# block 1

block_1/congestion_map.png
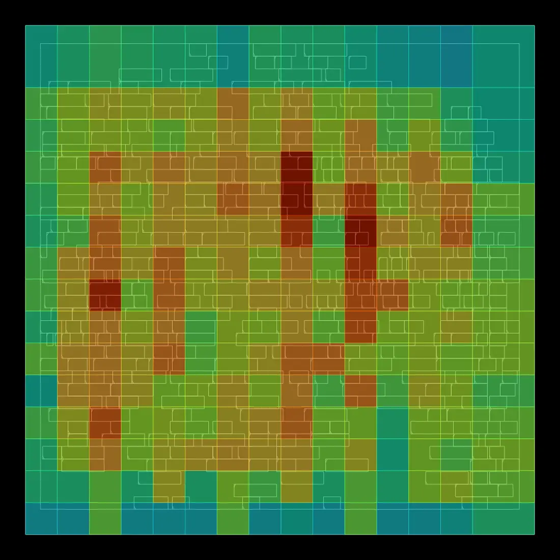

--- src/rtl/inst_fetch_if.sv ---
// Fetch-stage bus: control/branch/LUT-write inputs, ROM address/data and
// registered instruction outputs towards decode.
interface inst_fetch_if #(
    parameter int A = 10,
    parameter int W = 9
);
    logic         Start;
    logic         Stall;
    logic         BranchEn;
    logic [2:0]   TargetIdx;
    logic         LutWrEn;
    logic [2:0]   LutWrIdx;
    logic [A-1:0] LutWrData;
    logic [A-1:0] InstAddress;
    logic [W-1:0] InstIn;
    logic [W-1:0] Inst;
    logic         InstValid;
    logic         Done;

    modport master (
        output Start, Stall, BranchEn, TargetIdx,
        output LutWrEn, LutWrIdx, LutWrData, InstIn,
        input  InstAddress, Inst, InstValid, Done
    );

    modport slave (
        input  Start, Stall, BranchEn, TargetIdx,
        input  LutWrEn, LutWrIdx, LutWrData, InstIn,
        output InstAddress, Inst, InstValid, Done
    );
endinterface

--- src/rtl/inst_fetch.sv ---
// Instruction fetch stage: PC sequencing, 8-entry branch-target LUT, HALT_OP
// detection and stall/flush control with a registered instruction output.
module inst_fetch #(
    parameter int           A       = 10,
    parameter int           W       = 9,
    parameter logic [W-1:0] HALT_OP = 9'b111_111_111
) (
    input  logic          Clk,
    input  logic          ResetN,
    inst_fetch_if.slave   bus
);

    typedef enum logic [1:0] {
        IDLE = 2'd0,
        RUN  = 2'd1,
        HALT = 2'd2
    } state_t;

    state_t       state;
    logic [A-1:0] pc;
    logic [W-1:0] inst_q;
    logic         valid_q;
    logic         done_q;
    logic [A-1:0] lut [8];

    assign bus.InstAddress = pc;
    assign bus.Inst        = inst_q;
    assign bus.InstValid   = valid_q;
    assign bus.Done        = done_q;

    always_ff @(posedge Clk or negedge ResetN) begin
        if (!ResetN) begin
            state   <= IDLE;
            pc      <= '0;
            inst_q  <= '0;
            valid_q <= 1'b0;
            done_q  <= 1'b0;
            for (int unsigned i = 0; i < 8; i++) begin
                lut[i] <= '0;
            end
        end else begin
            // Non-blocking write: a same-cycle branch reads the old entry.
            if (bus.LutWrEn) begin
                lut[bus.LutWrIdx] <= bus.LutWrData;
            end

            case (state)
                IDLE, HALT: begin
                    valid_q <= 1'b0;
                    if (bus.Start) begin
                        state  <= RUN;
                        pc     <= '0;
                        done_q <= 1'b0;
                    end
                end
                RUN: begin
                    if (!bus.Stall) begin
                        // Branch outranks halt: the fetched word is wrong-path.
                        if (bus.BranchEn) begin
                            pc      <= lut[bus.TargetIdx];
                            valid_q <= 1'b0;
                        end else if (bus.InstIn == HALT_OP) begin
                            state   <= HALT;
                            valid_q <= 1'b0;
                            done_q  <= 1'b1;
                        end else begin
                            inst_q  <= bus.InstIn;
                            valid_q <= 1'b1;
                            pc      <= pc + A'(1);
                        end
                    end
                end
                default: begin
                    state   <= IDLE;
                    valid_q <= 1'b0;
                    done_q  <= 1'b0;
                end
            endcase
        end
    end

endmodule
--- src/flat_wrapper.sv ---
// flat-port wrapper written by rule: the top's interface ports become plain ports
module inst_fetch_flat 
#(
    parameter int           A       = 10,
    parameter int           W       = 9,
    parameter logic [W-1:0] HALT_OP = 9'b111_111_111
)
  (Clk, ResetN, bus_Start, bus_Stall, bus_BranchEn, bus_TargetIdx, bus_LutWrEn, bus_LutWrIdx, bus_LutWrData, bus_InstIn, bus_InstAddress, bus_Inst, bus_InstValid, bus_Done);
  inst_fetch_if #(.A(A), .W(W)) bus_i ();
  input  logic Clk;
  input  logic ResetN;
  input wire logic [$bits(bus_i.Start)-1:0] bus_Start;
  input wire logic [$bits(bus_i.Stall)-1:0] bus_Stall;
  input wire logic [$bits(bus_i.BranchEn)-1:0] bus_BranchEn;
  input wire logic [$bits(bus_i.TargetIdx)-1:0] bus_TargetIdx;
  input wire logic [$bits(bus_i.LutWrEn)-1:0] bus_LutWrEn;
  input wire logic [$bits(bus_i.LutWrIdx)-1:0] bus_LutWrIdx;
  input wire logic [$bits(bus_i.LutWrData)-1:0] bus_LutWrData;
  input wire logic [$bits(bus_i.InstIn)-1:0] bus_InstIn;
  output wire logic [$bits(bus_i.InstAddress)-1:0] bus_InstAddress;
  output wire logic [$bits(bus_i.Inst)-1:0] bus_Inst;
  output wire logic [$bits(bus_i.InstValid)-1:0] bus_InstValid;
  output wire logic [$bits(bus_i.Done)-1:0] bus_Done;
  assign bus_i.Start = bus_Start;
  assign bus_i.Stall = bus_Stall;
  assign bus_i.BranchEn = bus_BranchEn;
  assign bus_i.TargetIdx = bus_TargetIdx;
  assign bus_i.LutWrEn = bus_LutWrEn;
  assign bus_i.LutWrIdx = bus_LutWrIdx;
  assign bus_i.LutWrData = bus_LutWrData;
  assign bus_i.InstIn = bus_InstIn;
  assign bus_InstAddress = bus_i.InstAddress;
  assign bus_Inst = bus_i.Inst;
  assign bus_InstValid = bus_i.InstValid;
  assign bus_Done = bus_i.Done;
  inst_fetch #(.A(A), .W(W), .HALT_OP(HALT_OP)) u_core (.Clk(Clk), .ResetN(ResetN), .bus(bus_i));
endmodule
--- config.mk ---
export PLATFORM = sky130hd
export DESIGN_NAME = inst_fetch_flat
export DESIGN_NICKNAME = d
export VERILOG_FILES = /design/src/rtl/inst_fetch_if.sv /design/src/rtl/inst_fetch.sv /design/src/flat_wrapper.sv
export SDC_FILE = /design/constraint.sdc
export NUM_CORES = 1
export LEC_CHECK = 0
export CAP_MARGIN = 0
export CORE_MARGIN = 3
export CORE_UTILIZATION = 45
export CTS_BUF_LIST = sky130_fd_sc_hd__clkbuf_16
export CTS_CLUSTER_DIAMETER = 30
export DETAILED_ROUTE_END_ITERATION = 10
export GPL_ROUTABILITY_DRIVEN = 0
export GPL_TIMING_DRIVEN = 0
export PLACE_DENSITY = 0.68
export SYNTH_ARGS = -nofsm -noshare
export SYNTH_HDL_FRONTEND = slang
export SYNTH_SLANG_ARGS = --single-unit
--- constraint.sdc ---
create_clock -name Clk -period 1.56 [get_ports Clk]
set_input_delay 0.234 -clock Clk [delete_from_list [all_inputs] [get_ports Clk]]
set_output_delay 0.234 -clock Clk [all_outputs]
set_load 0.005 [all_outputs]
# block 2

==> config.mk <==
export PLATFORM = sky130hd
export DESIGN_NAME = sopc_system_linux_cpu_oci_dct_seq
export DESIGN_NICKNAME = d
export VERILOG_FILES = /design/src/rtl/sopc_system_linux_cpu_oci_dct_seq.sv
export SDC_FILE = /design/constraint.sdc
export NUM_CORES = 1
export LEC_CHECK = 0
export ABC_AREA = 1
export ABC_CLOCK_PERIOD_IN_PS = 4800
export CORE_MARGIN = 2
export CORE_UTILIZATION = 50
export CTS_BUF_LIST = sky130_fd_sc_hd__clkbuf_16
export CTS_CLUSTER_DIAMETER = 50
export DETAILED_ROUTE_END_ITERATION = 6
export DONT_BUFFER_PORTS = 1
export HOLD_SLACK_MARGIN = 0.06
export PLACE_DENSITY_LB_ADDON = 0.15
export SLEW_MARGIN = 10
export SYNTH_ARGS = -nofsm -noshare
export SYNTH_HDL_FRONTEND = slang
export SYNTH_SLANG_ARGS = --single-unit
export TNS_END_PERCENT = 30
==> constraint.sdc <==
create_clock -name clk -period 4.8 [get_ports clk]
set_clock_uncertainty 0.1 [all_clocks]
set_input_delay 0.48 -clock clk [delete_from_list [all_inputs] [get_ports clk]]
set_output_delay 0.48 -clock clk [all_outputs]
set_load 0.05 [all_outputs]
==> src/rtl/sopc_system_linux_cpu_oci_dct_seq.sv <==
// Direct-branch trace code packer: accumulates 3-bit codes into a 30-bit word and hands it downstream.
// Optional saturating dropped-code counter enabled by macro DCT_OVERFLOW_CNT_EN.
module sopc_system_linux_cpu_oci_dct_seq #(
    parameter int MAX_CODES = 10
) (
    input  logic                       clk,
    input  logic                       reset_n,
    input  logic                       trace_en,
    input  logic                       code_valid,
    input  logic [2:0]                 code,
    input  logic                       flush_req,
    output logic                       out_valid,
    input  logic                       out_ready,
    output logic [3*MAX_CODES-1:0]     out_data,
    output logic [3:0]                 out_count,
    output logic [3*MAX_CODES-1:0]     dct_buffer,
    output logic [3:0]                 dct_count,
    output logic [7:0]                 overflow_cnt
);

    localparam int         W       = 3 * MAX_CODES;
    localparam logic [3:0] MAX_CNT = 4'(MAX_CODES);

    typedef enum logic {
        ACCUM = 1'b0,
        HOLD  = 1'b1
    } state_t;

    state_t         state, state_nxt;
    logic           pending, pending_nxt;
    logic [W-1:0]   buf_nxt, post_buf, data_nxt;
    logic [3:0]     cnt_nxt, post_cnt, ocnt_nxt;
    logic           capture, free, flush_any, load;

    assign out_valid = (state == HOLD);

    // NOTE: every signal driven here gets a default first, so no path leaves it unassigned (no latch).
    always_comb begin
        capture  = code_valid && trace_en && (dct_count != MAX_CNT);
        post_buf = dct_buffer;
        post_cnt = dct_count;
        if (capture) begin
            post_buf[3*int'(dct_count) +: 3] = code;
            post_cnt = dct_count + 4'd1;
        end

        free      = !out_valid || out_ready;
        flush_any = flush_req || pending;
        load      = free && ((post_cnt == MAX_CNT) || (flush_any && (post_cnt != 4'd0)));

        state_nxt = state;
        unique case (state)
            ACCUM: if (load) state_nxt = HOLD;
            HOLD:  if (out_ready && !load) state_nxt = ACCUM;
            default: state_nxt = ACCUM;
        endcase

        // A flush seen while the output is busy waits; once free it is either served or moot.
        pending_nxt = free ? 1'b0 : (pending || flush_req);

        buf_nxt  = load ? '0 : post_buf;
        cnt_nxt  = load ? 4'd0 : post_cnt;
        data_nxt = load ? post_buf : out_data;
        ocnt_nxt = load ? post_cnt : out_count;
    end

    // NOTE: sequential state uses non-blocking assignments so all registers update together at the edge.
    always_ff @(posedge clk or negedge reset_n) begin
        if (!reset_n) begin
            state      <= ACCUM;
            pending    <= 1'b0;
            dct_buffer <= '0;
            dct_count  <= 4'd0;
            out_data   <= '0;
            out_count  <= 4'd0;
        end else begin
            state      <= state_nxt;
            pending    <= pending_nxt;
            dct_buffer <= buf_nxt;
            dct_count  <= cnt_nxt;
            out_data   <= data_nxt;
            out_count  <= ocnt_nxt;
        end
    end

`ifdef DCT_OVERFLOW_CNT_EN
    logic       drop;
    logic [7:0] ovf_q;

    // Codes are only refused when the buffer is full and waiting on the output register.
    assign drop = code_valid && trace_en && (dct_count == MAX_CNT);

    always_ff @(posedge clk or negedge reset_n) begin
        if (!reset_n)
            ovf_q <= 8'd0;
        else if (drop && (ovf_q != 8'hFF))
            ovf_q <= ovf_q + 8'd1;
    end

    assign overflow_cnt = ovf_q;
`else
    assign overflow_cnt = 8'd0;
`endif

endmodule

block_1/clock_wires.png
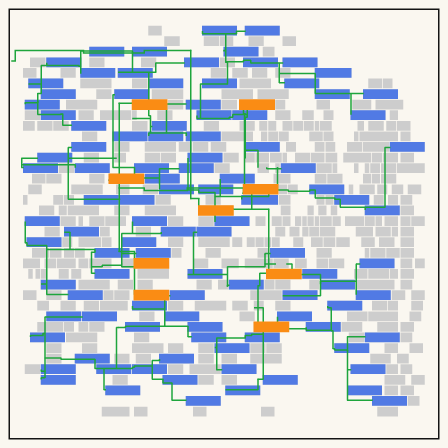
flip-flops: in blue, count 103. clock-net drivers: in orange, count 9. clock wires: in green, length 1180 um.
Position of the flops: spread over the die. There are 10 routed clock nets.
Clock Power: 2.13 mW
clock skew: 5.73 ps
clock latency (worst-skew pair): 340 ps
Clock power frac: 23.0%

## Picture notes: block_1/congestion_map.png
met1 usage: 27.4%
All-Layer GR Usage: 19.6%
DR WL/cell: 20.0 um
GR Util met2: 31.5%
Global Route met3 Usage: 2.85%

==> impl_metrics.py, block 1 <==
# Synthesis and PnR figures
metrics = {
    "run_status": {
        "status": "finished, violations left",
        "violations": "negative setup slack",
    },
    "timing": {
        "relSlewSlack_pct": 62.3,
        "fin_tns_setup_ps": -1600,
        "setup_viol": 23,
        "worst_slack_ps": -111,
    },
    "layout": {
        "sh_comb_area_pct": 37.0,
        "fin_nets": 453,
        "drive_above_1_share_pct": 46.5,
        "lay_top_count": "dfrtp_1",
        "final-nonclk-buf-share_pct": 15.0,
        "area_growth_pct": 29.9,
    },
    "synthesis": {
        "ys_top_cells_by_area": "dfrtp_1 53%, mux2_2 20%, mux4_2 9.3%, mux2_1 1.6%, a22o_1 1.4%",
        "synthMuxAreaShare_pct": 31.6,
        "yosys_area_sq_um": 4870,
        "floorplan.nets": 361,
    },
    "cts": {
        "cts_hold_buf": 1,
        "cts_root_buffer": "clkbuf_16",
        "cts.sinks": 103,
        "post_cts_resize_count": 46,
    },
    "power": {
        "p_per_area_nw_per_um2": 1460,
    },
    "critical_path": {
        "critPathLaunchType": "register",
        "worstPathCellList": "buf_6, and2b_4, buf_12, a211oi_4, buf_6, buf_6, o211ai_1, a22o_1",
        "reg2reg_setup_slack_ps": -110,
        "crit_slowest_cell": "dfrtp_1",
    },
    "run": {
        "warning_count": 29,
    },
    "drt": {
        "routed-via-count": 3251,
    },
    "global_routing": {
        "grt_pass1_vias": 3373,
    },
}
[block 1: worst max path at each step]
stage | endpoint | start
final | u_core.bus.InstAddress[4] | u_core.state[0]
after global routing | u_core.bus.InstAddress[4] | u_core.state[0]
after floorplan | u_core.bus.Inst[0] | u_core.state[1]
after global placement | u_core.lut[11] | ResetN
after CTS | u_core.bus.InstAddress[3] | u_core.state[0]
after detailed placement | u_core.lut[77] | bus_LutWrIdx[0]
[block 1: registers in the layout, indices dropped and copies added, names as in the netlist]
| signal | count |
|---|---|
| u_core.bus.InstValid | 1 |
| u_core.bus.InstAddress | 10 |
| u_core.state | 2 |
| u_core.lut | 80 |
| u_core.bus.Done | 1 |
| u_core.bus.Inst | 9 |
[block 1: power by group]
group	switching (mW)	internal [mW]	leakage [nW]
Clock	1.02	1.10	0.132
Sequential	0.459	3.41	1.25
Combinational	1.19	2.06	1.36
[block 1: routing by layer]
metal / wire length [um] / GRT usage, %
met1: 5190 / 27.4
met3: 440 / 2.85
met5: 0 / 0
met4: 180 / 6.68
met2: 5450 / 31.5
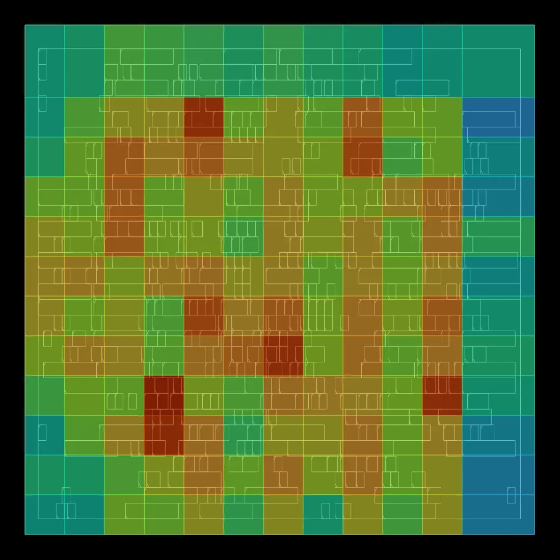
block_2/congestion_map.png
Global Route met3 Usage: 8.58%
met1 usage: 27.0%

==> impl_metrics.py, block 2 <==
# Synthesis and PnR figures
metrics = {
    "cts": {
        "cts_root_buffer": "clkbuf_16",
        "htree_levels": 3,
        "cts.sinks": 70,
        "post_cts_resize_count": 0,
    },
    "layout": {
        "fin_area_sq_um": 3860,
        "n_all_inverters": 26,
        "seq_area_share_pct": 45.4,
        "largest_class": "flip-flops and latches",
        "nClkBuffers": 9,
        "area_growth_pct": 8.32,
    },
    "global_routing": {
        "grt_pass1_vias": 2512,
    },
    "floorplanning": {
        "taps": 96,
        "num_io_pins": 86,
    },
    "critical_path": {
        "reg2reg_setup_slack_ps": 1330,
        "r2r_cells": 11,
    },
    "timing": {
        "worst_slack_ps": 1330,
        "setup_viol": 0,
        "timing.fmax_ghz": 0.288,
    },
    "placed_design": {
        "place_ws_ps": 1360,
    },
    "power": {
        "swShare_pct": 43.0,
    },
    "synthesis": {
        "ys.flops": 70,
        "yosys.cell_types.count": 30,
    },
    "drt": {
        "wl_met2_um": 3700,
    },
    "run_status": {
        "status": "completed",
    },
}
## block 2: kinds of logic (layout without fill, tap and decap cells)
group | after synthesis | after routing | synth area share, %
other | 1 | 8 | 0.105
XOR/XNOR | 2 | 2 | 0.491
AND/OR/NAND/NOR | 249 | 249 | 31.8
AND-OR/OR-AND | 41 | 41 | 7.89
adder cells (fa/ha/maj) | 6 | 6 | 2.11
flip-flops | 70 | 70 | 49.1
buffers and inverters | 55 | 45 | 8.53
## block 2: worst max-delay path, cell delays in order (launching register included)
cell and delay [ps]:
dfrtp_1 860, inv_2 220, ha_1 500, inv_1 90, o21ai_2 220, nor2_1 80
nand2_1 80, nand2_2 60, nand2_2 480, buf_4 410, nand3_1 150, nand2_1 130
## block 2: timing repair
| action | in CTS | in global routing |
|---|---|---|
| endpoints found under the hold margin | 70 | 0 |
| hold buffers | 2 | 0 |
| setup endpoints to repair | 0 | 0 |
## block 2: registers in the layout, summed over array words and instances (netlist names)
| register | cells |
|---|---|
| dct_buffer | 30 |
| out_data | 30 |
| dct_count | 4 |
| out_count | 4 |
| out_valid | 1 |
| pending | 1 |

==> notes/layouts.md <==
Pictures saved along the way, in no particular order.

Metal layers overlaid.
Two of the layers only.
picture 1
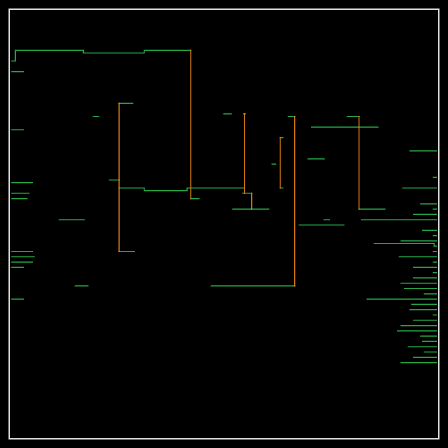
picture 2
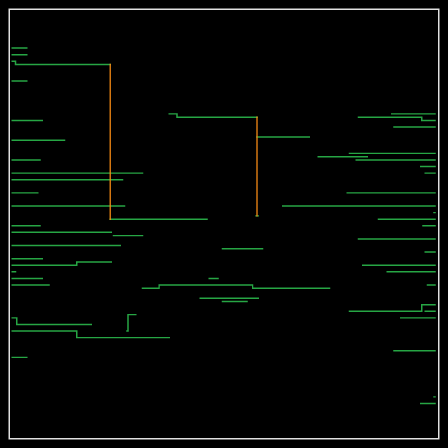
block 1: picture 1
block 2: picture 2

Key to picture 2:
M3: in green, wire length 636 um. M4: in orange, wire length 52.4 um.



==> gallery <==
Pin map.
Pins as bars across the die edge, other pins in gray.
(a)
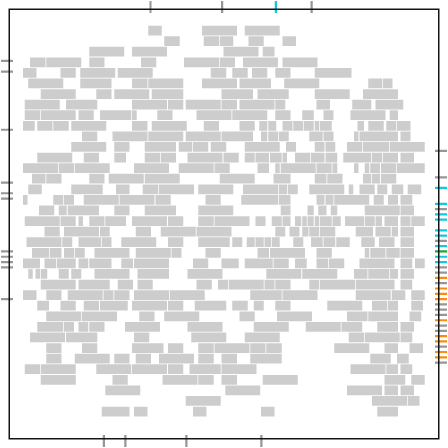
(b)
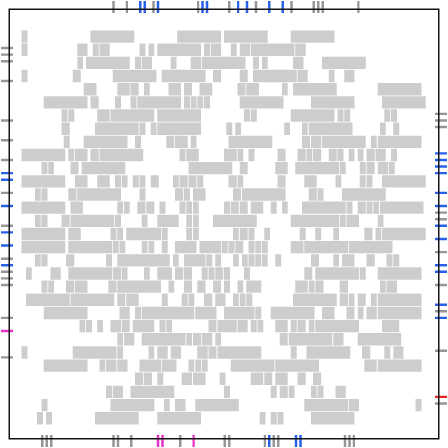
block 1 -> (a)
block 2 -> (b)
- most pins: (b)

Key to (a):
bus_InstValid: in green, pins 1, direction output, edge east. bus_InstAddress: in cyan, pins 10, direction output, edge 9 east, 1 north. bus_Inst: in orange, pins 9, direction output, edge east.

Power is estimated from default activity; no workload was simulated.
